# ---- led_pattern_gen ----
**led_pattern_gen: the metal 1 layer**

Supply wires on this layer in grey.
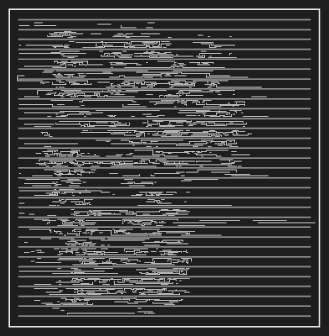

[src/rtl/led_pattern_gen_pkg.sv]
// Shared definitions for the LED pattern engine: mode encodings and width helper.
package led_pattern_gen_pkg;

    typedef enum logic [1:0] {
        MODE_FILL   = 2'd0,
        MODE_DOT    = 2'd1,
        MODE_BOUNCE = 2'd2,
        MODE_BLINK  = 2'd3
    } mode_e;

    // Counter width for a range of n values; never below one bit.
    function automatic int unsigned clog2_min1(input int unsigned n);
        return (n > 1) ? $clog2(n) : 1;
    endfunction

endpackage

[src/rtl/tick_gen.sv]
// Clock-enable divider: one-cycle tick every DIV enabled cycles, single clock domain.
module tick_gen
    import led_pattern_gen_pkg::*;
#(
    parameter int unsigned DIV = 50000000
) (
    input  logic clock,
    input  logic reset_n,
    input  logic enable,
    input  logic clear,
    output logic tick
);

    localparam int unsigned     CW   = clog2_min1(DIV);
    localparam logic [CW-1:0]   LAST = CW'(DIV - 1);

    logic [CW-1:0] count;

    // Combinational so the caller can register its own response on the same edge.
    assign tick = enable && !clear && (count == LAST);

    always_ff @(posedge clock or negedge reset_n) begin
        if (!reset_n) begin
            count <= '0;
        end else if (clear) begin
            count <= '0;
        end else if (enable) begin
            count <= (count == LAST) ? '0 : count + CW'(1);
        end
    end

endmodule

[src/rtl/led_pattern_gen.sv]
// LED pattern engine: fill bar, running dot, bounce and blink on a WIDTH-bit bank,
// advancing one step every DIV clock cycles.
module led_pattern_gen
    import led_pattern_gen_pkg::*;
#(
    parameter int unsigned WIDTH = 8,
    parameter int unsigned DIV   = 50000000
) (
    input  logic             clock,
    input  logic             reset_n,
    input  logic             enable,
    input  logic [1:0]       mode,
    input  logic             dir,
    output logic [WIDTH-1:0] led_out,
    output logic             step_tick,
    output logic             wrap
);

    localparam int unsigned   PW       = clog2_min1(WIDTH + 1);
    localparam logic [PW-1:0] FILL_END = PW'(WIDTH);
    localparam logic [PW-1:0] DOT_END  = PW'(WIDTH - 1);

    mode_e            mode_in;
    mode_e            mode_q;
    logic             mode_chg_c;
    logic             tick;
    logic [PW-1:0]    pos, pos_step, pos_nxt;
    logic             up, up_step, up_nxt;
    logic [WIDTH-1:0] led_nxt;
    logic             step_nxt, wrap_nxt;

    assign mode_in    = mode_e'(mode);
    assign mode_chg_c = (mode_in != mode_q);

    tick_gen #(.DIV(DIV)) u_tick_gen (
        .clock   (clock),
        .reset_n (reset_n),
        .enable  (enable),
        .clear   (mode_chg_c),
        .tick    (tick)
    );

    // Map a step index to the LED image; dir mirrors the bank (blink is symmetric).
    function automatic logic [WIDTH-1:0] pattern_map(input mode_e m, input logic [PW-1:0] p,
                                                     input logic d);
        logic [WIDTH-1:0] v;
        logic [WIDTH-1:0] r;
        v = '0;
        r = '0;
        for (int i = 0; i < int'(WIDTH); i++) begin
            case (m)
                MODE_FILL:              v[i] = (i < int'(p));
                MODE_DOT, MODE_BOUNCE:  v[i] = (i == int'(p));
                MODE_BLINK:             v[i] = (p != '0);
            endcase
        end
        for (int i = 0; i < int'(WIDTH); i++) begin
            r[int'(WIDTH) - 1 - i] = v[i];
        end
        return d ? r : v;
    endfunction

    // Next step index per mode; bounce flips direction on arrival at either end.
    always_comb begin
        pos_step = pos;
        up_step  = up;
        case (mode_q)
            MODE_FILL:   pos_step = (pos >= FILL_END) ? '0 : pos + PW'(1);
            MODE_DOT:    pos_step = (pos >= DOT_END)  ? '0 : pos + PW'(1);
            MODE_BOUNCE: begin
                pos_step = ((up && pos < DOT_END) || pos == '0) ? pos + PW'(1) : pos - PW'(1);
                if (pos_step == DOT_END) begin
                    up_step = 1'b0;
                end else if (pos_step == '0) begin
                    up_step = 1'b1;
                end
            end
            MODE_BLINK:  pos_step = (pos == '0) ? PW'(1) : '0;
        endcase
    end

    // Mode reload wins over a coincident tick.
    always_comb begin
        pos_nxt  = pos;
        up_nxt   = up;
        led_nxt  = led_out;
        step_nxt = 1'b0;
        wrap_nxt = 1'b0;
        if (mode_chg_c) begin
            pos_nxt = '0;
            up_nxt  = 1'b1;
            led_nxt = pattern_map(mode_in, '0, dir);
        end else if (tick) begin
            pos_nxt  = pos_step;
            up_nxt   = up_step;
            led_nxt  = pattern_map(mode_q, pos_step, dir);
            step_nxt = 1'b1;
            wrap_nxt = (pos_step == '0);
        end
    end

    always_ff @(posedge clock or negedge reset_n) begin
        if (!reset_n) begin
            mode_q    <= MODE_FILL;
            pos       <= '0;
            up        <= 1'b1;
            led_out   <= '0;
            step_tick <= 1'b0;
            wrap      <= 1'b0;
        end else begin
            mode_q    <= mode_in;
            pos       <= pos_nxt;
            up        <= up_nxt;
            led_out   <= led_nxt;
            step_tick <= step_nxt;
            wrap      <= wrap_nxt;
        end
    end

endmodule

[config.mk]
export PLATFORM = sky130hd
export DESIGN_NAME = led_pattern_gen
export DESIGN_NICKNAME = d
export VERILOG_FILES = /design/src/rtl/led_pattern_gen_pkg.sv /design/src/rtl/tick_gen.sv /design/src/rtl/led_pattern_gen.sv
export SDC_FILE = /design/constraint.sdc
export NUM_CORES = 1
export LEC_CHECK = 0
export CAP_MARGIN = 20
export CORE_AREA = 2 2 83 85
export CTS_CLUSTER_DIAMETER = 50
export DETAILED_ROUTE_END_ITERATION = 10
export DIE_AREA = 0 0 85 87
export DONT_BUFFER_PORTS = 1
export HOLD_SLACK_MARGIN = 0.08
export PLACE_DENSITY = 0.65
export SETUP_SLACK_MARGIN = 0.02
export SLEW_MARGIN = 25
export SYNTH_ARGS = -nofsm -noshare
export SYNTH_HDL_FRONTEND = slang
export SYNTH_SLANG_ARGS = --single-unit
[constraint.sdc]
create_clock -name clock -period 5.6 [get_ports clock]
set_input_delay 1.12 -clock clock [delete_from_list [all_inputs] [get_ports clock]]
set_output_delay 1.12 -clock clock [all_outputs]
set_load 0.05 [all_outputs]
# ---- descrypt_result_rx ----
===== src/rtl/descrypt_result_rx_pkg.sv =====
// Shared nibble-field positions and record-width helper for the result receiver.
package descrypt_result_rx_pkg;

  localparam int unsigned NIB_W              = 4;
  localparam int unsigned NIB_START_BIT      = 0;
  localparam int unsigned FLG_RSVD_BIT       = 3;
  localparam int unsigned FLG_KEY_VALID_BIT  = 2;
  localparam int unsigned FLG_EQUAL_BIT      = 1;
  localparam int unsigned FLG_BATCH_CMPL_BIT = 0;

  // Record layout, MSB first: batch, pkt, key_valid, equal, batch_complete, instance, addr
  function automatic int unsigned rx_rec_w(input int unsigned nb_msb,
                                           input int unsigned np_msb,
                                           input int unsigned addr_msb);
    return nb_msb + np_msb + 2 + 3 + 4 + addr_msb + 1;
  endfunction

endpackage


===== src/rtl/descrypt_result_fifo.sv =====
// Small synchronous record FIFO (register-file storage) with a free-entry count.
module descrypt_result_fifo #(
  parameter int unsigned WIDTH = 22,
  parameter int unsigned DEPTH = 4
) (
  input  logic             clk,
  input  logic             rst_n,
  input  logic             i_wr_en,
  input  logic [WIDTH-1:0] i_wr_data,
  output logic             o_wr_ok_c,
  input  logic             i_rd_en,
  output logic             o_rd_valid,
  output logic [WIDTH-1:0] o_rd_data,
  output logic [$clog2(DEPTH):0] o_free_cnt
);

  localparam int unsigned AW = $clog2(DEPTH);
  localparam int unsigned CW = AW + 1;

  logic [WIDTH-1:0] r_mem [DEPTH];
  logic [AW-1:0]    r_wr_ptr;
  logic [AW-1:0]    r_rd_ptr;
  logic [CW-1:0]    r_count;
  logic             w_rd_ok;

  // A pop in the same cycle frees the slot the push needs, so full+pop still accepts.
  assign w_rd_ok    = i_rd_en && (r_count != '0);
  assign o_wr_ok_c  = i_wr_en && ((r_count != CW'(DEPTH)) || w_rd_ok);
  assign o_rd_valid = (r_count != '0);
  assign o_rd_data  = (r_count != '0) ? r_mem[r_rd_ptr] : '0;
  assign o_free_cnt = CW'(DEPTH) - r_count;

  // Storage array, no reset (maps to distributed RAM).
  always_ff @(posedge clk) begin
    if (o_wr_ok_c) r_mem[r_wr_ptr] <= i_wr_data;
  end

  // Pointers wrap naturally at DEPTH (power of two); count tracks occupancy.
  always_ff @(posedge clk or negedge rst_n) begin
    if (!rst_n) begin
      r_wr_ptr <= '0;
      r_rd_ptr <= '0;
      r_count  <= '0;
    end else begin
      if (o_wr_ok_c) r_wr_ptr <= r_wr_ptr + AW'(1);
      if (w_rd_ok)   r_rd_ptr <= r_rd_ptr + AW'(1);
      r_count <= r_count + CW'(o_wr_ok_c) - CW'(w_rd_ok);
    end
  end

endmodule


===== src/rtl/descrypt_result_rx.sv =====
// Deserialises the comparator nibble stream into result records and queues them.
module descrypt_result_rx
  import descrypt_result_rx_pkg::*;
#(
  parameter int unsigned NUM_BATCHES_MSB = 0,
  parameter int unsigned NUM_PKTS_MSB    = 1,
  parameter int unsigned RAM_ADDR_MSB    = 11,
  parameter int unsigned FIFO_DEPTH      = 4
) (
  input  logic                       CMP_CLK,
  input  logic                       RESET_N,
  input  logic [3:0]                 din,
  output logic                       dout_ready,
  output logic                       rec_valid,
  input  logic                       rec_ready,
  output logic [NUM_BATCHES_MSB:0]   rec_batch,
  output logic [NUM_PKTS_MSB:0]      rec_pkt,
  output logic                       rec_key_valid,
  output logic                       rec_equal,
  output logic                       rec_batch_complete,
  output logic [3:0]                 rec_instance,
  output logic [RAM_ADDR_MSB:0]      rec_addr,
  output logic                       rx_error
);

  localparam int unsigned REC_W     = rx_rec_w(NUM_BATCHES_MSB, NUM_PKTS_MSB, RAM_ADDR_MSB);
  localparam int unsigned ADDR_W    = RAM_ADDR_MSB + 1;
  localparam int unsigned BP_W      = NUM_BATCHES_MSB + NUM_PKTS_MSB + 2;
  localparam int unsigned CW        = $clog2(FIFO_DEPTH) + 1;
  localparam int unsigned A2_HI_SH  = RAM_ADDR_MSB - 7;
  localparam int unsigned OFS_INST  = ADDR_W;
  localparam int unsigned OFS_BC    = ADDR_W + 4;
  localparam int unsigned OFS_EQ    = ADDR_W + 5;
  localparam int unsigned OFS_KV    = ADDR_W + 6;
  localparam int unsigned OFS_PKT   = ADDR_W + 7;
  localparam int unsigned OFS_BATCH = OFS_PKT + NUM_PKTS_MSB + 1;

  localparam logic [2:0] S_IDLE  = 3'd0;
  localparam logic [2:0] S_FLAGS = 3'd1;
  localparam logic [2:0] S_INST  = 3'd2;
  localparam logic [2:0] S_A0    = 3'd3;
  localparam logic [2:0] S_A1    = 3'd4;
  localparam logic [2:0] S_A2    = 3'd5;
  localparam logic [2:0] S_TERM  = 3'd6;

  logic [2:0]      r_state;
  logic            r_resync;
  logic [BP_W-1:0] r_bp;
  logic            r_kv;
  logic            r_eq;
  logic            r_bc;
  logic [3:0]      r_inst;
  logic [7:0]      r_addr_lo;
  logic            r_err;
  logic            r_dout_ready;

  logic [2:0]      w_state_nxt;
  logic            w_push;
  logic            w_err_set;
  logic            w_start;
  logic [REC_W-1:0] w_rec;
  logic            w_wr_ok;
  logic            w_pop;
  logic [REC_W-1:0] w_head;
  logic [CW-1:0]   w_free;
  logic [CW-1:0]   w_free_nxt;
  logic            w_busy_nxt;
  logic            w_a2_hi_err;

  assign w_start     = !r_resync && din[NIB_START_BIT];
  assign w_a2_hi_err = (din >> A2_HI_SH) != '0;

  // Next-state, push request, protocol-error detection and record assembly.
  always_comb begin
    w_state_nxt = r_state;
    w_push      = 1'b0;
    w_err_set   = 1'b0;
    w_rec       = '0;
    case (r_state)
      S_IDLE: begin
        if (din != '0 && !r_resync) begin
          if (w_start) w_state_nxt = S_FLAGS;
          else         w_err_set   = 1'b1;
        end
      end
      S_FLAGS: begin
        if (din[FLG_RSVD_BIT] || din[2:0] == 3'd0) w_err_set = 1'b1;
        if (din[FLG_EQUAL_BIT]) begin
          w_state_nxt = S_INST;
        end else begin
          w_push      = 1'b1;
          w_rec       = {r_bp, din[FLG_KEY_VALID_BIT], din[FLG_EQUAL_BIT],
                         din[FLG_BATCH_CMPL_BIT], 4'd0, ADDR_W'(0)};
          w_state_nxt = S_TERM;
        end
      end
      S_INST:  w_state_nxt = S_A0;
      S_A0:    w_state_nxt = S_A1;
      S_A1:    w_state_nxt = S_A2;
      S_A2: begin
        if (w_a2_hi_err) w_err_set = 1'b1;
        w_push      = 1'b1;
        w_rec       = {r_bp, r_kv, r_eq, r_bc, r_inst, din[RAM_ADDR_MSB-8:0], r_addr_lo};
        w_state_nxt = S_TERM;
      end
      S_TERM: begin
        if (din != '0) w_err_set = 1'b1;
        w_state_nxt = S_IDLE;
      end
      default: w_state_nxt = S_IDLE;
    endcase
  end

  // FSM state, resync tracking and sticky error.
  always_ff @(posedge CMP_CLK or negedge RESET_N) begin
    if (!RESET_N) begin
      r_state  <= S_IDLE;
      r_resync <= 1'b1;
      r_err    <= 1'b0;
    end else begin
      r_state <= w_state_nxt;
      if (r_state == S_IDLE && din == '0) r_resync <= 1'b0;
      r_err <= r_err | w_err_set | (w_push && !w_wr_ok);
    end
  end

  // Field capture registers for the record under assembly.
  always_ff @(posedge CMP_CLK or negedge RESET_N) begin
    if (!RESET_N) begin
      r_bp      <= '0;
      r_kv      <= 1'b0;
      r_eq      <= 1'b0;
      r_bc      <= 1'b0;
      r_inst    <= '0;
      r_addr_lo <= '0;
    end else begin
      case (r_state)
        S_IDLE:  if (w_start) r_bp <= din[NIB_W-1:1];
        S_FLAGS: begin
          r_kv <= din[FLG_KEY_VALID_BIT];
          r_eq <= din[FLG_EQUAL_BIT];
          r_bc <= din[FLG_BATCH_CMPL_BIT];
        end
        S_INST:  r_inst         <= din;
        S_A0:    r_addr_lo[3:0] <= din;
        S_A1:    r_addr_lo[7:4] <= din;
        default: ;
      endcase
    end
  end

  // Keep one spare slot beyond an in-flight transfer for the core's registered ready copy.
  assign w_free_nxt = w_free + CW'(w_pop) - CW'(w_wr_ok);
  assign w_busy_nxt = (w_state_nxt != S_IDLE);

  // Flow-control output, updated with the FIFO count and FSM state.
  always_ff @(posedge CMP_CLK or negedge RESET_N) begin
    if (!RESET_N) r_dout_ready <= 1'b0;
    else          r_dout_ready <= (w_free_nxt >= (CW'(2) + CW'(w_busy_nxt)));
  end

  assign w_pop = rec_valid && rec_ready;

  descrypt_result_fifo #(
    .WIDTH (REC_W),
    .DEPTH (FIFO_DEPTH)
  ) u_fifo (
    .clk        (CMP_CLK),
    .rst_n      (RESET_N),
    .i_wr_en    (w_push),
    .i_wr_data  (w_rec),
    .o_wr_ok_c  (w_wr_ok),
    .i_rd_en    (rec_ready),
    .o_rd_valid (rec_valid),
    .o_rd_data  (w_head),
    .o_free_cnt (w_free)
  );

  assign dout_ready         = r_dout_ready;
  assign rx_error           = r_err;
  assign rec_batch          = w_head[OFS_BATCH +: NUM_BATCHES_MSB+1];
  assign rec_pkt            = w_head[OFS_PKT +: NUM_PKTS_MSB+1];
  assign rec_key_valid      = w_head[OFS_KV];
  assign rec_equal          = w_head[OFS_EQ];
  assign rec_batch_complete = w_head[OFS_BC];
  assign rec_instance       = w_head[OFS_INST +: 4];
  assign rec_addr           = w_head[ADDR_W-1:0];

endmodule


===== config.mk =====
export PLATFORM = sky130hd
export DESIGN_NAME = descrypt_result_rx
export DESIGN_NICKNAME = d
export VERILOG_FILES = /design/src/rtl/descrypt_result_rx_pkg.sv /design/src/rtl/descrypt_result_fifo.sv /design/src/rtl/descrypt_result_rx.sv
export SDC_FILE = /design/constraint.sdc
export NUM_CORES = 1
export LEC_CHECK = 0
export ABC_AREA = 1
export CAP_MARGIN = 20
export CELL_PAD_IN_SITES_DETAIL_PLACEMENT = 1
export CELL_PAD_IN_SITES_GLOBAL_PLACEMENT = 1
export CORE_MARGIN = 4
export CORE_UTILIZATION = 51
export CTS_CLUSTER_SIZE = 30
export DETAILED_ROUTE_END_ITERATION = 16
export HOLD_SLACK_MARGIN = 0.1
export PLACE_DENSITY_LB_ADDON = 0.1
export REMOVE_ABC_BUFFERS = 1
export SKIP_LAST_GASP = 1
export SLEW_MARGIN = 20
export SYNTH_ARGS = -nofsm -noshare
export SYNTH_HDL_FRONTEND = slang
export SYNTH_SLANG_ARGS = --single-unit

===== constraint.sdc =====
create_clock -name CMP_CLK -period 7.05 [get_ports CMP_CLK]
set_input_delay 1.41 -clock CMP_CLK [delete_from_list [all_inputs] [get_ports CMP_CLK]]
set_output_delay 1.41 -clock CMP_CLK [all_outputs]
set_load 0.01 [all_outputs]

# ---- alu_exec_unit ----
[config.mk]
export PLATFORM = sky130hd
export DESIGN_NAME = alu_exec_unit
export DESIGN_NICKNAME = d
export VERILOG_FILES = /design/src/rtl/alu_exec_unit.sv
export SDC_FILE = /design/constraint.sdc
export NUM_CORES = 1
export LEC_CHECK = 0
export ABC_CLOCK_PERIOD_IN_PS = 3400
export CAP_MARGIN = 25
export CORE_ASPECT_RATIO = 0.9
export CORE_MARGIN = 2
export CORE_UTILIZATION = 40
export DETAILED_ROUTE_END_ITERATION = 12
export PLACE_DENSITY_LB_ADDON = 0.08
export SYNTH_ARGS = -nofsm -noshare
export SYNTH_HDL_FRONTEND = slang
export SYNTH_SLANG_ARGS = --single-unit
export TNS_END_PERCENT = 1
[constraint.sdc]
create_clock -name clk -period 3.4 [get_ports clk]
set_input_delay 0.34 -clock clk [delete_from_list [all_inputs] [get_ports clk]]
set_output_delay 0.34 -clock clk [all_outputs]
set_load 0.03 [all_outputs]
[src/rtl/alu_exec_unit.sv]
// Multi-cycle ALU execute stage: single-cycle logic/ADD/LUI, iterative SLL/SRL.
// Define ALU_EXEC_BARREL_EN to compute shifts combinationally with 1-cycle latency.
module alu_exec_unit #(
  parameter int DATA_WIDTH  = 32,
  parameter int SHAMT_WIDTH = 5
) (
  input  logic                   clk,
  input  logic                   reset,
  input  logic                   start,
  input  logic [3:0]             ALUOperation,
  input  logic [DATA_WIDTH-1:0]  A,
  input  logic [DATA_WIDTH-1:0]  B,
  input  logic [SHAMT_WIDTH-1:0] shamt,
  output logic                   busy,
  output logic                   done,
  output logic [DATA_WIDTH-1:0]  ALUResult,
  output logic                   Zero,
  output logic                   illegal_op,
  output logic [1:0]             dbg_state
);

  localparam logic [3:0] OP_AND = 4'b0000;
  localparam logic [3:0] OP_OR  = 4'b0001;
  localparam logic [3:0] OP_NOR = 4'b0010;
  localparam logic [3:0] OP_ADD = 4'b0011;
  localparam logic [3:0] OP_LUI = 4'b0101;
  localparam logic [3:0] OP_SLL = 4'b0110;
  localparam logic [3:0] OP_SRL = 4'b0111;

  typedef enum logic [1:0] {
    IDLE  = 2'd0,
    SHIFT = 2'd1,
    DONE  = 2'd2
  } state_t;

  state_t                  state_q, state_d;
  logic [DATA_WIDTH-1:0]   work_q, work_d;
  logic [SHAMT_WIDTH-1:0]  cnt_q, cnt_d;
  logic                    left_q, left_d;
  logic [DATA_WIDTH-1:0]   result_q, result_d;
  logic                    zero_q, zero_d;
  logic                    illegal_q, illegal_d;

  logic [DATA_WIDTH-1:0]   op_result;
  logic                    op_illegal;
  logic                    op_is_shift;
  logic [DATA_WIDTH-1:0]   work_next;

  // Result of the captured op when it completes in the accept cycle.
  always_comb begin
    op_result   = '0;
    op_illegal  = 1'b0;
    op_is_shift = 1'b0;
    case (ALUOperation)
      OP_AND: op_result = A & B;
      OP_OR:  op_result = A | B;
      OP_NOR: op_result = ~(A | B);
      OP_ADD: op_result = A + B;
      OP_LUI: op_result = {B[15:0], {(DATA_WIDTH-16){1'b0}}};
      OP_SLL: begin
        op_is_shift = 1'b1;
`ifdef ALU_EXEC_BARREL_EN
        op_result = B << shamt;
`else
        op_result = B;
`endif
      end
      OP_SRL: begin
        op_is_shift = 1'b1;
`ifdef ALU_EXEC_BARREL_EN
        op_result = B >> shamt;
`else
        op_result = B;
`endif
      end
      default: op_illegal = 1'b1;
    endcase
  end

  assign work_next = left_q ? (work_q << 1) : (work_q >> 1);

  always_comb begin
    state_d   = state_q;
    work_d    = work_q;
    cnt_d     = cnt_q;
    left_d    = left_q;
    result_d  = result_q;
    zero_d    = zero_q;
    illegal_d = illegal_q;
    case (state_q)
      IDLE, DONE: begin
        if (start) begin
`ifdef ALU_EXEC_BARREL_EN
          state_d   = DONE;
          result_d  = op_result;
          zero_d    = (op_result == '0);
          illegal_d = op_illegal;
`else
          if (op_is_shift && (shamt != '0)) begin
            state_d = SHIFT;
            work_d  = B;
            cnt_d   = shamt;
            left_d  = (ALUOperation == OP_SLL);
          end else begin
            state_d   = DONE;
            result_d  = op_result;
            zero_d    = (op_result == '0);
            illegal_d = op_illegal;
          end
`endif
        end else begin
          state_d = IDLE;
        end
      end
      SHIFT: begin
        // start is deliberately ignored here; the shift runs to completion.
        work_d = work_next;
        cnt_d  = cnt_q - 1'b1;
        if (cnt_q == {{(SHAMT_WIDTH-1){1'b0}}, 1'b1}) begin
          state_d   = DONE;
          result_d  = work_next;
          zero_d    = (work_next == '0);
          illegal_d = 1'b0;
        end
      end
      default: state_d = IDLE;
    endcase
  end

  always_ff @(posedge clk) begin
    if (reset) begin
      state_q   <= IDLE;
      work_q    <= '0;
      cnt_q     <= '0;
      left_q    <= 1'b0;
      result_q  <= '0;
      zero_q    <= 1'b1;
      illegal_q <= 1'b0;
    end else begin
      state_q   <= state_d;
      work_q    <= work_d;
      cnt_q     <= cnt_d;
      left_q    <= left_d;
      result_q  <= result_d;
      zero_q    <= zero_d;
      illegal_q <= illegal_d;
    end
  end

  // Handshake: a start seen in IDLE or DONE is accepted; done pulses for one
  // cycle per accepted start; busy covers the SHIFT cycles and never overlaps done.
  assign done       = (state_q == DONE);
`ifdef ALU_EXEC_BARREL_EN
  assign busy       = 1'b0;
`else
  assign busy       = (state_q == SHIFT);
`endif
  assign ALUResult  = result_q;
  assign Zero       = zero_q;
  assign illegal_op = done & illegal_q;
  assign dbg_state  = state_q;

endmodule

# ---- usb_host_linksig ----
File: config.mk
export PLATFORM = sky130hd
export DESIGN_NAME = usb_host_linksig
export DESIGN_NICKNAME = d
export VERILOG_FILES = /design/src/rtl/usb_host_linksig_pkg.sv /design/src/rtl/usb_host_linksig_sofgen.sv /design/src/rtl/usb_host_linksig.sv
export SDC_FILE = /design/constraint.sdc
export NUM_CORES = 1
export LEC_CHECK = 0
export CAP_MARGIN = 20
export CORE_UTILIZATION = 28
export DETAILED_ROUTE_END_ITERATION = 10
export GPL_TIMING_DRIVEN = 0
export PLACE_DENSITY = 0.48
export SYNTH_ARGS = -nofsm -noshare
export SYNTH_HDL_FRONTEND = slang
export SYNTH_SLANG_ARGS = --single-unit
File: constraint.sdc
create_clock -name clk_48mhz_i -period 4.75 [get_ports clk_48mhz_i]
set_input_delay 1.1875 -clock clk_48mhz_i [delete_from_list [all_inputs] [get_ports clk_48mhz_i]]
set_output_delay 1.1875 -clock clk_48mhz_i [all_outputs]
set_load 0.03 [all_outputs]
File: src/rtl/usb_host_linksig_pkg.sv
// rtl/usb_host_linksig_pkg.sv - shared state, command and line-state definitions for usb_host_linksig
package usb_host_linksig_pkg;

    localparam logic [2:0] ST_DETACHED   = 3'd0;
    localparam logic [2:0] ST_IDLE       = 3'd1;
    localparam logic [2:0] ST_BUS_RESET  = 3'd2;
    localparam logic [2:0] ST_ACTIVE     = 3'd3;
    localparam logic [2:0] ST_SUSPENDED  = 3'd4;
    localparam logic [2:0] ST_RESUME_K   = 3'd5;
    localparam logic [2:0] ST_RESUME_EOP = 3'd6;
    localparam logic [2:0] ST_RELEASE    = 3'd7;

    typedef enum logic [2:0] {
        S_DETACHED   = ST_DETACHED,
        S_IDLE       = ST_IDLE,
        S_BUS_RESET  = ST_BUS_RESET,
        S_ACTIVE     = ST_ACTIVE,
        S_SUSPENDED  = ST_SUSPENDED,
        S_RESUME_K   = ST_RESUME_K,
        S_RESUME_EOP = ST_RESUME_EOP,
        S_RELEASE    = ST_RELEASE
    } link_sig_state_e;

    typedef enum logic [1:0] {
        CMD_RESET   = 2'd0,
        CMD_SUSPEND = 2'd1,
        CMD_RESUME  = 2'd2,
        CMD_RSVD    = 2'd3
    } link_sig_cmd_e;

    // Line states packed as {dp, dn}
    localparam logic [1:0] LINE_SE0 = 2'b00;
    localparam logic [1:0] LINE_J   = 2'b10;
    localparam logic [1:0] LINE_K   = 2'b01;

endpackage

File: src/rtl/usb_host_linksig_sofgen.sv
// rtl/usb_host_linksig_sofgen.sv - frame timer, SOF request/ack handshake and frame counter
module usb_host_linksig_sofgen
    import usb_host_linksig_pkg::*;
#(
    parameter int SOF_PERIOD_US = 1000
) (
    input  logic        clk_48mhz_i,
    input  logic        rst_i,
    input  logic        us_tick_i,
    input  logic        active_i,
    input  logic        stay_i,
    input  logic        clear_i,
    input  logic        sof_ack_i,
    output logic        sof_req_o,
    output logic [10:0] frame_num_o
);

    localparam logic [15:0] FRAME_LAST = 16'(SOF_PERIOD_US - 1);

    logic [15:0] frame_tmr_q, frame_tmr_d;
    logic        sof_req_q, sof_req_d;
    logic [10:0] frame_num_q, frame_num_d;
    logic        wrap;

    // Frame timer runs only while Active is both current and next state, so a
    // tick on the entry cycle is not counted and leaving drops any pending SOF.
    always_comb begin
        wrap        = 1'b0;
        frame_tmr_d = frame_tmr_q;
        sof_req_d   = sof_req_q;
        frame_num_d = frame_num_q;
        if (!(active_i && stay_i)) begin
            frame_tmr_d = '0;
            sof_req_d   = 1'b0;
        end else begin
            if (us_tick_i) begin
                if (frame_tmr_q == FRAME_LAST) begin
                    frame_tmr_d = '0;
                    wrap        = 1'b1;
                end else begin
                    frame_tmr_d = frame_tmr_q + 16'd1;
                end
            end
            // A wrap while a request is outstanding does not queue another one
            if (sof_ack_i && sof_req_q) begin
                sof_req_d   = 1'b0;
                frame_num_d = frame_num_q + 11'd1;
            end else if (wrap) begin
                sof_req_d = 1'b1;
            end
        end
        if (clear_i) begin
            frame_num_d = '0;
        end
    end

    // State registers
    always_ff @(posedge clk_48mhz_i) begin
        if (rst_i) begin
            frame_tmr_q <= '0;
            sof_req_q   <= 1'b0;
            frame_num_q <= '0;
        end else begin
            frame_tmr_q <= frame_tmr_d;
            sof_req_q   <= sof_req_d;
            frame_num_q <= frame_num_d;
        end
    end

    assign sof_req_o   = sof_req_q;
    assign frame_num_o = frame_num_q;

endmodule

File: src/rtl/usb_host_linksig.sv
// rtl/usb_host_linksig.sv - host USB FS link signalling (reset/suspend/resume/SOF); option USB_HOST_LINKSIG_WAKE_EN
module usb_host_linksig
    import usb_host_linksig_pkg::*;
#(
    parameter int RESET_US      = 10000,
    parameter int RESUME_US     = 20000,
    parameter int SOF_PERIOD_US = 1000,
    parameter int LS_BIT_CYC    = 32
) (
    input  logic        clk_48mhz_i,
    input  logic        rst_i,
    input  logic        us_tick_i,
    input  logic        connect_i,
    input  logic        cmd_valid_i,
    input  logic [1:0]  cmd_i,
    output logic        cmd_ready_o,
    output logic        done_o,
    output logic        sof_req_o,
    input  logic        sof_ack_i,
    output logic [10:0] frame_num_o,
    output logic        usb_dp_o,
    output logic        usb_dn_o,
    output logic        usb_oe_o,
    output logic        sig_active_o,
    output logic        wake_o,
    input  logic        usb_dp_i,
    input  logic        usb_dn_i,
    output logic [2:0]  state_o
);

    localparam logic [15:0] RESET_LAST  = 16'(RESET_US - 1);
    localparam logic [15:0] RESUME_LAST = 16'(RESUME_US - 1);
    localparam logic [6:0]  J_LAST      = 7'(LS_BIT_CYC - 1);
    localparam logic [6:0]  EOP_LAST    = 7'(2 * LS_BIT_CYC - 1);

    link_sig_state_e state_q, state_d;
    logic [15:0]     us_tmr_q, us_tmr_d;
    logic [6:0]      cyc_tmr_q, cyc_tmr_d;
    logic            cmd_accept;
    logic            wake_det;
    logic            done;
    logic [1:0]      line;
    logic            oe;

    assign cmd_ready_o = (state_q == S_IDLE) || (state_q == S_ACTIVE) || (state_q == S_SUSPENDED);
    assign cmd_accept  = cmd_valid_i && cmd_ready_o;

`ifdef USB_HOST_LINKSIG_WAKE_EN
    logic [2:0] kfilt_q, kfilt_d;
    logic       rx_k;

    assign rx_k = ({usb_dp_i, usb_dn_i} == LINE_K);

    // Remote wakeup needs 8 consecutive received K cycles while suspended
    always_comb begin
        kfilt_d  = 3'd0;
        wake_det = 1'b0;
        if (state_q == S_SUSPENDED && rx_k) begin
            if (kfilt_q == 3'd7) begin
                wake_det = 1'b1;
            end else begin
                kfilt_d = kfilt_q + 3'd1;
            end
        end
    end

    // K filter register
    always_ff @(posedge clk_48mhz_i) begin
        if (rst_i) begin
            kfilt_q <= 3'd0;
        end else begin
            kfilt_q <= kfilt_d;
        end
    end
`else
    logic unused_rx;
    assign unused_rx = usb_dp_i ^ usb_dn_i;
    assign wake_det  = 1'b0;
`endif

    // Link FSM; timers restart on every state change and detach overrides all
    always_comb begin
        state_d   = state_q;
        us_tmr_d  = us_tmr_q;
        cyc_tmr_d = cyc_tmr_q;
        done      = 1'b0;
        case (state_q)
            S_DETACHED: begin
                if (connect_i) state_d = S_IDLE;
            end
            S_IDLE: begin
                if (cmd_accept && cmd_i == CMD_RESET) state_d = S_BUS_RESET;
            end
            S_BUS_RESET: begin
                if (us_tick_i) begin
                    if (us_tmr_q == RESET_LAST) state_d = S_RELEASE;
                    else us_tmr_d = us_tmr_q + 16'd1;
                end
            end
            S_ACTIVE: begin
                if (cmd_accept && cmd_i == CMD_RESET) begin
                    state_d = S_BUS_RESET;
                end else if (cmd_accept && cmd_i == CMD_SUSPEND) begin
                    state_d = S_SUSPENDED;
                    done    = 1'b1;
                end
            end
            S_SUSPENDED: begin
                // A legal command takes priority over a same-cycle wake detection
                if (cmd_accept && cmd_i == CMD_RESET) state_d = S_BUS_RESET;
                else if (cmd_accept && cmd_i == CMD_RESUME) state_d = S_RESUME_K;
                else if (wake_det) state_d = S_RESUME_K;
            end
            S_RESUME_K: begin
                if (us_tick_i) begin
                    if (us_tmr_q == RESUME_LAST) state_d = S_RESUME_EOP;
                    else us_tmr_d = us_tmr_q + 16'd1;
                end
            end
            S_RESUME_EOP: begin
                if (cyc_tmr_q == EOP_LAST) state_d = S_RELEASE;
                else cyc_tmr_d = cyc_tmr_q + 7'd1;
            end
            S_RELEASE: begin
                if (cyc_tmr_q == J_LAST) begin
                    state_d = S_ACTIVE;
                    done    = 1'b1;
                end else begin
                    cyc_tmr_d = cyc_tmr_q + 7'd1;
                end
            end
            default: state_d = S_DETACHED;
        endcase
        if (state_d != state_q) begin
            us_tmr_d  = '0;
            cyc_tmr_d = '0;
        end
        if (!connect_i) begin
            state_d   = S_DETACHED;
            done      = 1'b0;
            us_tmr_d  = '0;
            cyc_tmr_d = '0;
        end
    end

    // FSM and timer registers
    always_ff @(posedge clk_48mhz_i) begin
        if (rst_i) begin
            state_q   <= S_DETACHED;
            us_tmr_q  <= '0;
            cyc_tmr_q <= '0;
        end else begin
            state_q   <= state_d;
            us_tmr_q  <= us_tmr_d;
            cyc_tmr_q <= cyc_tmr_d;
        end
    end

    // Line driver: the block owns the bus only in the signalling states
    always_comb begin
        line = LINE_SE0;
        oe   = 1'b0;
        case (state_q)
            S_BUS_RESET, S_RESUME_EOP: oe = 1'b1;
            S_RESUME_K: begin
                line = LINE_K;
                oe   = 1'b1;
            end
            S_RELEASE: begin
                line = LINE_J;
                oe   = 1'b1;
            end
            default: begin
                line = LINE_SE0;
                oe   = 1'b0;
            end
        endcase
    end

    usb_host_linksig_sofgen #(
        .SOF_PERIOD_US (SOF_PERIOD_US)
    ) u_sofgen (
        .clk_48mhz_i (clk_48mhz_i),
        .rst_i       (rst_i),
        .us_tick_i   (us_tick_i),
        .active_i    (state_q == S_ACTIVE),
        .stay_i      (state_d == S_ACTIVE),
        .clear_i     (state_d == S_DETACHED),
        .sof_ack_i   (sof_ack_i),
        .sof_req_o   (sof_req_o),
        .frame_num_o (frame_num_o)
    );

    assign usb_dp_o     = line[1];
    assign usb_dn_o     = line[0];
    assign usb_oe_o     = oe;
    assign sig_active_o = oe;
    assign done_o       = done;
    assign wake_o       = wake_det && connect_i;
    assign state_o      = state_q;

endmodule

**alu_exec_unit: the metal 1 layer**

Supply wires on this layer in grey.
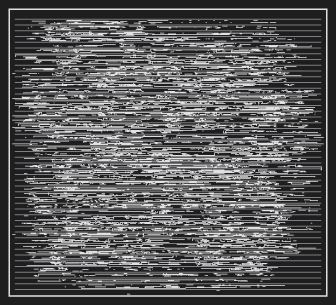
1349 nets have wire on it. The layer holds 43% of the routed length. The longest straight run is 83.3 um. The wires run mostly horizontal.
met1 usage: 46.05%
DRT Wirelength: 34570 um
total number of vias: 9607

==> flow_summary.json, alu_exec_unit <==
{
  "p_total_mw": 3.395,
  "clock-sinks": 74,
  "antenna_found_initial": 1,
  "status": "finished, final reports clean",
  "endpoint_kind": "flip-flop",
  "critPathArrivalTime_ns": 3.63,
  "diodes": 1,
  "share_seq_of_total_power_pct": 28.2,
  "num-clock-buffers": 10,
  "finalHoldWorstSlack_ns": 0.4514,
  "start_kind": "input port",
  "powerDensity_nw_per_um2": 308.6,
  "path_max_fanout": 3,
  "num_rows": 47,
  "post-place-ws_ns": -0.5582,
  "combGateArea_um2": 5700,
  "logic_family": "AND-OR/OR-AND gates"
}
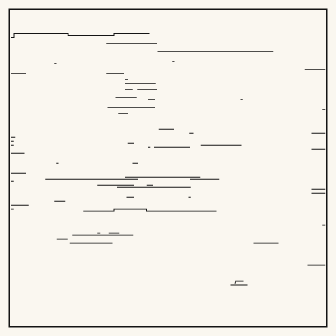
**Above:** descrypt_result_rx (metal 3).
36 nets have wire on it. The layer holds 3.8% of the routed length. The wires run mostly horizontal. The layer carries 467 um of wire.
GR Util met3: 5.159%
DRT Wirelength: 12430 um
total number of vias: 3483

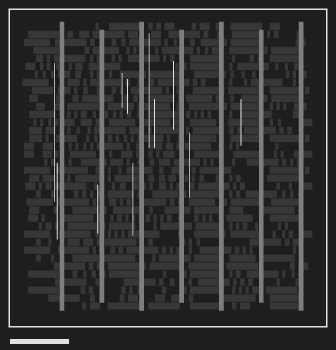
**Above:** descrypt_result_rx (signal wires on met4).
The bar under the picture is 20 um long. Supply wires on this layer in grey. Cells faint in the background.
The longest straight run is 46.9 um. 8 nets have wire on it.

==> flow_summary.json, descrypt_result_rx <==
{
  "synth_dominant_cell_count": "nor2_1",
  "yosys_warnings": 0,
  "first_pass_iters": 4,
  "p_total_mw": 2.909,
  "dp.cells": 617,
  "cts_buffers": 17,
  "grt_max_degree": 47,
  "status": "finished, final reports clean",
  "busiest_layer": "met2",
  "min-delay-path-class": "flip-flop to flip-flop",
  "postCtsResizedCells": 0,
  "n_all_buffers": 37,
  "chipArea_um2": 11580,
  "synthCells": 464,
  "critPathTopFamily": "buffers and inverters"
}
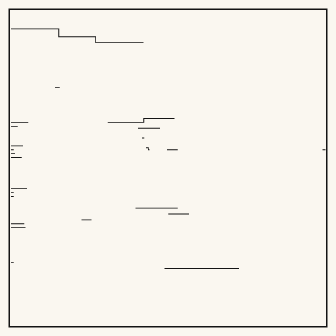
**Above:** usb_host_linksig (metal 3).
The wires run mostly horizontal. The layer carries 174 um of wire. The longest straight run is 25.8 um. The layer holds 2.1% of the routed length. 21 nets have wire on it.
GR Util met3: 2.469%
total number of vias: 2878

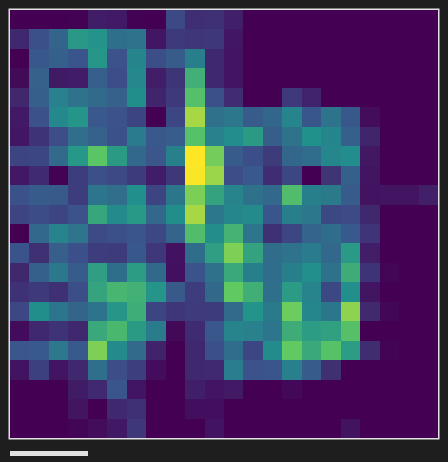
**Above:** usb_host_linksig (wiring heat map).
The bar under the picture is 20 um long. The die is cut into 22 by 22 equal tiles; dark purple is low, yellow is high, scaled to the fullest tile. Values are wire area over tile area, all layers added.
The fullest tile reaches 0.47. The emptiest ninth of the die: upper right. 31% of the tiles are nearly empty. 12% of the tiles are over half the peak.
total track usage: 14.39%
DRT Wirelength: 8212 um
DR WL/cell: 14.96 um

==> flow_summary.json, usb_host_linksig <==
{
  "logic_family": "simple AND/OR/NAND/NOR gates",
  "fp_nets": 384,
  "comb_cells": 281,
  "first_pass_iters": 7,
  "core_area_um2": 11420,
  "violations": "DRC",
  "ant_nets": 0,
  "setup_viol_count_final": 0,
  "layout.nets": 419,
  "min-delay-start": "u_sofgen.frame_num_o[10]",
  "grt_max_degree": 17,
  "powerDensity_nw_per_um2": 236.7,
  "netlist_area_um2": 3284,
  "diodes": 0,
  "combGateArea_um2": 2016,
  "drc": 2,
  "finalCriticalPeriod_ns": 4.253,
  "muxShareOfSynthArea_pct": 3.086,
  "insertion_delay_ns": 0.30,
  "clkPwrFrac_pct": 45.6,
  "period_used_pct": 89.55,
  "num_io_pins": 32,
  "h-tree-depth": 2,
  "status": "finished with violations"
}
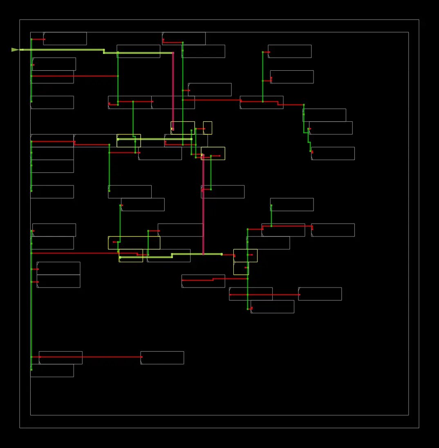
**Above:** led_pattern_gen (clock nets).
Late-Pin Clk Latency: 0.30 ns
Clock Skew: 0.01086 ns
clock buffers: 5

About 'the metal 1 layer' of led_pattern_gen:
The longest straight run is 25.8 um. The layer carries 3260 um of wire.
total number of vias: 2541
met1 usage: 27.29%
DRT Wirelength: 6683 um

==> flow_summary.json, led_pattern_gen <==
{
  "num-fill-cells": 632,
  "fin_ws_ns": 2.754,
  "ys_sh_adder_pct": 3.106,
  "openroad.warnings": 30,
  "inv_count": 9,
  "edf_count": 0,
  "synth_cell_types": 61,
  "drt-initial-drc-count": 174,
  "first_pass_iters": 5,
  "slew_violations": 0,
  "share_seq_of_total_power_pct": 51.7,
  "top_regs": "u_tick_gen.count (26), led_out (8), pos (4)",
  "grt.overflow.total": 0,
  "post-place-ws_ns": 2.479,
  "grt_usage_pct": 18.59,
  "top_area_share_pct": 37.27,
  "cp-startpoint": "mode_q[0]",
  "logic_family": "simple AND/OR/NAND/NOR gates",
  "status": "finished, final reports clean",
  "cp_slowest_stage_delay_ns": 0.47
}

# ---- instr_mem_loader_flat ----
**instr_mem_loader_flat: the metal 1 layer**

Supply wires on this layer in grey.
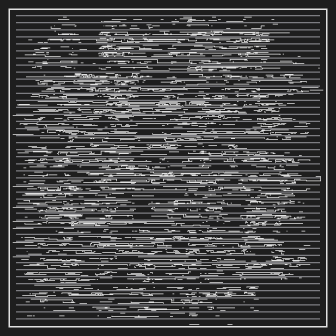
$ cat src/rtl/instr_mem_loader_if.sv
// Byte-stream input, instruction-memory write port and CPU status for the loader.
// master is the loader side; slave is the environment driving the stream.
interface instr_mem_loader_if #(
    parameter int ADDRESS_WIDTH = 32,
    parameter int DATA_WIDTH    = 32
);
    logic                     start;
    logic [7:0]               rx_data;
    logic                     rx_valid;
    logic                     rx_ready;
    logic                     mem_we;
    logic [ADDRESS_WIDTH-1:0] mem_addr;
    logic [DATA_WIDTH-1:0]    mem_wdata;
    logic                     cpu_rst;
    logic                     done;
    logic                     err;

    modport master (
        input  start, rx_data, rx_valid,
        output rx_ready, mem_we, mem_addr, mem_wdata, cpu_rst, done, err
    );

    modport slave (
        output start, rx_data, rx_valid,
        input  rx_ready, mem_we, mem_addr, mem_wdata, cpu_rst, done, err
    );
endinterface

$ cat src/rtl/instr_mem_loader.sv
// Loads a framed, XOR-checksummed little-endian byte stream into instruction memory
// and holds the CPU in reset until a complete, verified program has been written.
module instr_mem_loader #(
    parameter int                       ADDRESS_WIDTH = 32,
    parameter int                       DATA_WIDTH    = 32,
    parameter logic [ADDRESS_WIDTH-1:0] BASE_ADDR     = '0,
    parameter int unsigned              MAX_WORDS     = 256
) (
    input logic                clk,
    input logic                rst,
    instr_mem_loader_if.master bus
);

    typedef enum logic [2:0] {
        IDLE, HDR_LO, HDR_HI, DATA, CHK, DONE, ERROR
    } state_e;

    state_e                   state_q, state_d;
    logic [15:0]              count_q, count_d;
    logic [15:0]              word_idx_q, word_idx_d;
    logic [1:0]               byte_idx_q, byte_idx_d;
    logic [23:0]              asm_q, asm_d;
    logic [7:0]               xor_q, xor_d;
    logic                     mem_we_q, mem_we_d;
    logic [ADDRESS_WIDTH-1:0] mem_addr_q, mem_addr_d;
    logic [DATA_WIDTH-1:0]    mem_wdata_q, mem_wdata_d;
    logic                     cpu_rst_q, cpu_rst_d;
    logic                     done_q, done_d;
    logic                     err_q, err_d;

    logic        rx_ready;
    logic        accept;
    logic        idle_like;
    logic [15:0] cnt_full;
    logic        cnt_bad;
    logic        last_word;

    assign accept    = bus.rx_valid & rx_ready;
    assign idle_like = (state_q == IDLE) || (state_q == DONE) || (state_q == ERROR);
    assign cnt_full  = {bus.rx_data, count_q[7:0]};
    assign cnt_bad   = (cnt_full == 16'd0) || (32'(cnt_full) > MAX_WORDS);
    assign last_word = (word_idx_q == count_q - 16'd1);

    always_ff @(posedge clk) begin
        if (rst) state_q <= IDLE;
        else     state_q <= state_d;
    end

    always_comb begin
        state_d = state_q;
        case (state_q)
            IDLE, DONE, ERROR: if (bus.start) state_d = HDR_LO;
            HDR_LO:            if (accept) state_d = HDR_HI;
            HDR_HI:            if (accept) state_d = cnt_bad ? ERROR : DATA;
            DATA:              if (accept && byte_idx_q == 2'd3 && last_word) state_d = CHK;
            CHK:               if (accept) state_d = (bus.rx_data == xor_q) ? DONE : ERROR;
            default:           state_d = IDLE;
        endcase
    end

    always_comb begin
        rx_ready = (state_q == HDR_LO) || (state_q == HDR_HI) ||
                   (state_q == DATA)   || (state_q == CHK);
    end

    // The assembly register is separate from mem_wdata, so bytes keep flowing during a write.
    always_comb begin
        // NOTE: every variable gets a default here so no path can infer a latch.
        count_d     = count_q;
        word_idx_d  = word_idx_q;
        byte_idx_d  = byte_idx_q;
        asm_d       = asm_q;
        xor_d       = xor_q;
        mem_we_d    = 1'b0;
        mem_addr_d  = mem_addr_q;
        mem_wdata_d = mem_wdata_q;
        cpu_rst_d   = cpu_rst_q;
        done_d      = done_q;
        err_d       = err_q;

        if (idle_like && bus.start) begin
            cpu_rst_d  = 1'b1;
            done_d     = 1'b0;
            err_d      = 1'b0;
            xor_d      = 8'd0;
            word_idx_d = 16'd0;
        end

        if (accept) begin
            if (state_q != CHK) xor_d = xor_q ^ bus.rx_data;
            case (state_q)
                HDR_LO: count_d[7:0] = bus.rx_data;
                HDR_HI: begin
                    count_d[15:8] = bus.rx_data;
                    byte_idx_d    = 2'd0;
                end
                DATA: begin
                    byte_idx_d = byte_idx_q + 2'd1;
                    case (byte_idx_q)
                        2'd0:    asm_d[7:0]   = bus.rx_data;
                        2'd1:    asm_d[15:8]  = bus.rx_data;
                        2'd2:    asm_d[23:16] = bus.rx_data;
                        default: begin
                            mem_we_d    = 1'b1;
                            mem_wdata_d = DATA_WIDTH'({bus.rx_data, asm_q});
                            mem_addr_d  = BASE_ADDR + ADDRESS_WIDTH'({word_idx_q, 2'b00});
                            word_idx_d  = word_idx_q + 16'd1;
                        end
                    endcase
                end
                default: ;
            endcase
        end

        if (state_q == CHK && state_d == DONE) begin
            done_d    = 1'b1;
            cpu_rst_d = 1'b0;
        end
        if (state_q != ERROR && state_d == ERROR) err_d = 1'b1;
    end

    always_ff @(posedge clk) begin
        // NOTE: non-blocking assignments so every register samples pre-edge values.
        if (rst) begin
            count_q     <= 16'd0;
            word_idx_q  <= 16'd0;
            byte_idx_q  <= 2'd0;
            asm_q       <= 24'd0;
            xor_q       <= 8'd0;
            mem_we_q    <= 1'b0;
            mem_addr_q  <= BASE_ADDR;
            mem_wdata_q <= '0;
            cpu_rst_q   <= 1'b1;
            done_q      <= 1'b0;
            err_q       <= 1'b0;
        end else begin
            count_q     <= count_d;
            word_idx_q  <= word_idx_d;
            byte_idx_q  <= byte_idx_d;
            asm_q       <= asm_d;
            xor_q       <= xor_d;
            mem_we_q    <= mem_we_d;
            mem_addr_q  <= mem_addr_d;
            mem_wdata_q <= mem_wdata_d;
            cpu_rst_q   <= cpu_rst_d;
            done_q      <= done_d;
            err_q       <= err_d;
        end
    end

    assign bus.rx_ready  = rx_ready;
    assign bus.mem_we    = mem_we_q;
    assign bus.mem_addr  = mem_addr_q;
    assign bus.mem_wdata = mem_wdata_q;
    assign bus.cpu_rst   = cpu_rst_q;
    assign bus.done      = done_q;
    assign bus.err       = err_q;

endmodule

$ cat src/flat_wrapper.sv
// flat-port wrapper written by rule: the top's interface ports become plain ports
module instr_mem_loader_flat 
#(
    parameter int                       ADDRESS_WIDTH = 32,
    parameter int                       DATA_WIDTH    = 32,
    parameter logic [ADDRESS_WIDTH-1:0] BASE_ADDR     = '0,
    parameter int unsigned              MAX_WORDS     = 256
)
  (clk, rst, bus_start, bus_rx_data, bus_rx_valid, bus_rx_ready, bus_mem_we, bus_mem_addr, bus_mem_wdata, bus_cpu_rst, bus_done, bus_err);
  instr_mem_loader_if #(.ADDRESS_WIDTH(ADDRESS_WIDTH), .DATA_WIDTH(DATA_WIDTH)) bus_i ();
  input logic clk;
  input logic rst;
  input wire logic [$bits(bus_i.start)-1:0] bus_start;
  input wire logic [$bits(bus_i.rx_data)-1:0] bus_rx_data;
  input wire logic [$bits(bus_i.rx_valid)-1:0] bus_rx_valid;
  output wire logic [$bits(bus_i.rx_ready)-1:0] bus_rx_ready;
  output wire logic [$bits(bus_i.mem_we)-1:0] bus_mem_we;
  output wire logic [$bits(bus_i.mem_addr)-1:0] bus_mem_addr;
  output wire logic [$bits(bus_i.mem_wdata)-1:0] bus_mem_wdata;
  output wire logic [$bits(bus_i.cpu_rst)-1:0] bus_cpu_rst;
  output wire logic [$bits(bus_i.done)-1:0] bus_done;
  output wire logic [$bits(bus_i.err)-1:0] bus_err;
  assign bus_i.start = bus_start;
  assign bus_i.rx_data = bus_rx_data;
  assign bus_i.rx_valid = bus_rx_valid;
  assign bus_rx_ready = bus_i.rx_ready;
  assign bus_mem_we = bus_i.mem_we;
  assign bus_mem_addr = bus_i.mem_addr;
  assign bus_mem_wdata = bus_i.mem_wdata;
  assign bus_cpu_rst = bus_i.cpu_rst;
  assign bus_done = bus_i.done;
  assign bus_err = bus_i.err;
  instr_mem_loader #(.ADDRESS_WIDTH(ADDRESS_WIDTH), .DATA_WIDTH(DATA_WIDTH), .BASE_ADDR(BASE_ADDR), .MAX_WORDS(MAX_WORDS)) u_core (.clk(clk), .rst(rst), .bus(bus_i));
endmodule
$ cat config.mk
export PLATFORM = sky130hd
export DESIGN_NAME = instr_mem_loader_flat
export DESIGN_NICKNAME = d
export VERILOG_FILES = /design/src/rtl/instr_mem_loader_if.sv /design/src/rtl/instr_mem_loader.sv /design/src/flat_wrapper.sv
export SDC_FILE = /design/constraint.sdc
export NUM_CORES = 1
export LEC_CHECK = 0
export ABC_AREA = 1
export CELL_PAD_IN_SITES_DETAIL_PLACEMENT = 1
export CELL_PAD_IN_SITES_GLOBAL_PLACEMENT = 1
export CORE_MARGIN = 2
export CORE_UTILIZATION = 40
export CTS_BUF_LIST = sky130_fd_sc_hd__clkbuf_4
export DETAILED_ROUTE_END_ITERATION = 8
export PLACE_DENSITY_LB_ADDON = 0.1
export SLEW_MARGIN = 25
export SYNTH_ARGS = -nofsm -noshare
export SYNTH_HDL_FRONTEND = slang
export SYNTH_SLANG_ARGS = --single-unit
$ cat constraint.sdc
create_clock -name clk -period 2.34 [get_ports clk]
set_input_delay 0.468 -clock clk [delete_from_list [all_inputs] [get_ports clk]]
set_output_delay 0.468 -clock clk [all_outputs]
set_load 0.05 [all_outputs]
==> flow_summary.json <==
{
  "grtUsageMet3_pct": 5.103,
  "critPathArrivalTime_ns": 1.77,
  "cp_cell_sequence": "clkdlybuf4s50_1",
  "status": "finished, final reports clean",
  "via_per_inst": 5.102,
  "area_growth_pct": 20.10,
  "edf_count": 0,
  "drt-initial-drc-count": 301,
  "powerDensity_nw_per_um2": 749.5,
  "inv_count": 62,
  "slew_headroom_pct": 64.94,
  "crit_slowest_cell": "clkdlybuf4s50_1",
  "h-tree-depth": 4,
  "hpwl_um": 11560,
  "top_layer_used": "met4",
  "timing.rr.start": "u_core.count_q[0]",
  "layout.nets": 836,
  "top_power_group": "registers",
  "yosys.area_share.aoi_pct": 18.21,
  "clock_area_share_pct": 4.180,
  "fmax_mhz": 446.3,
  "combPwrFrac_pct": 25.7,
  "wl_met2_um": 7989,
  "p_sw_mw": 1.816,
  "finish.instance_area_um2": 6675,
  "avgRoutedWirePerCell_um": 15.99,
  "hold_path_depth": 2,
  "chipArea_um2": 14850
}
Notes on 'the metal 1 layer' of instr_mem_loader_flat above:
The longest straight run is 36.8 um. The wires run mostly horizontal.
DRT Wirelength: 16150 um
met1 usage: 28.86%
total number of vias: 5153



==> screenshots <==
Metal 2.
panel A
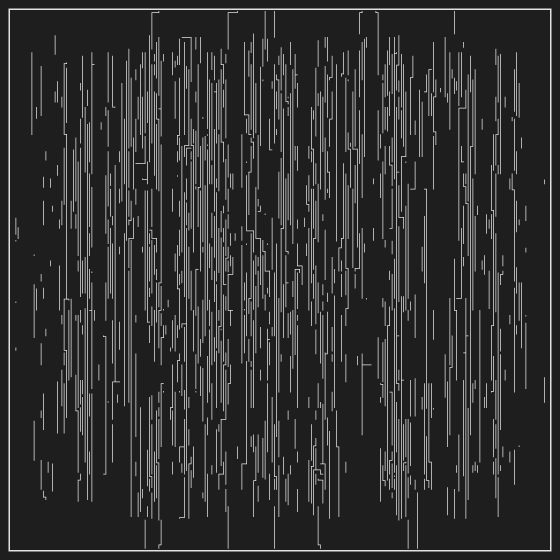
panel B
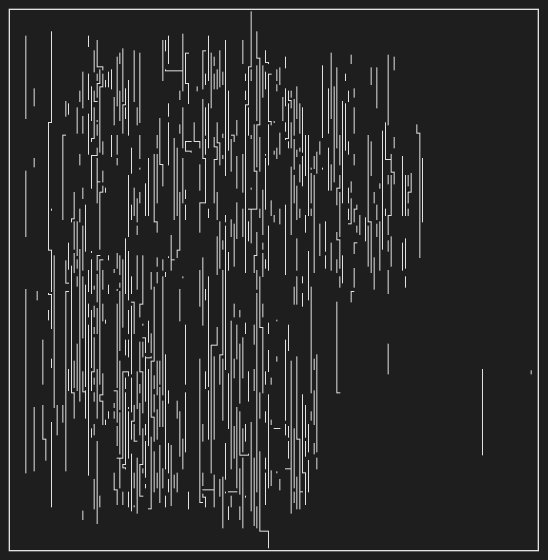
panel C
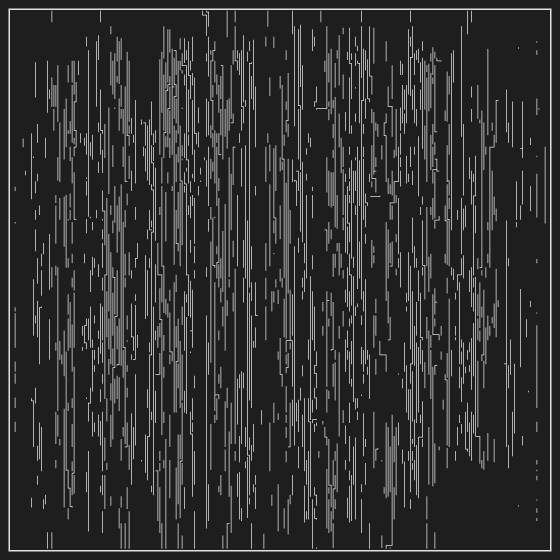
panel D
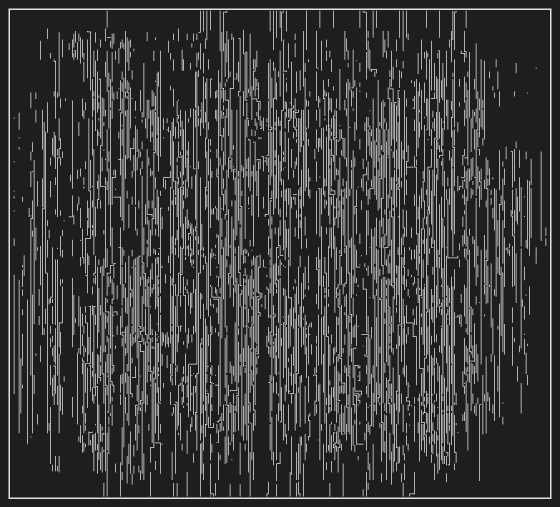
panel E
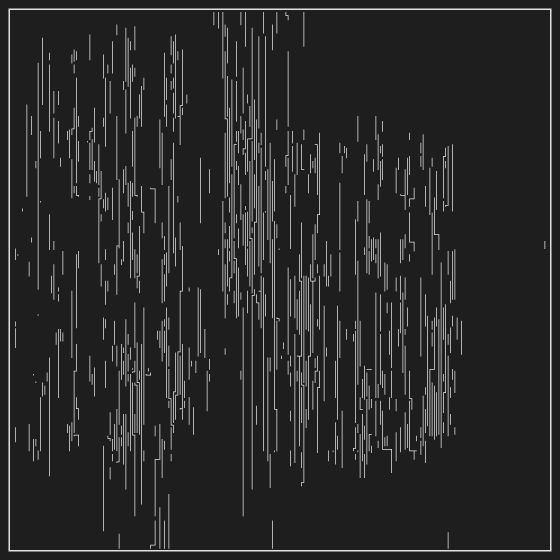
panel E: usb_host_linksig
panel B: led_pattern_gen
panel D: alu_exec_unit
panel C: instr_mem_loader_flat
panel A: descrypt_result_rx

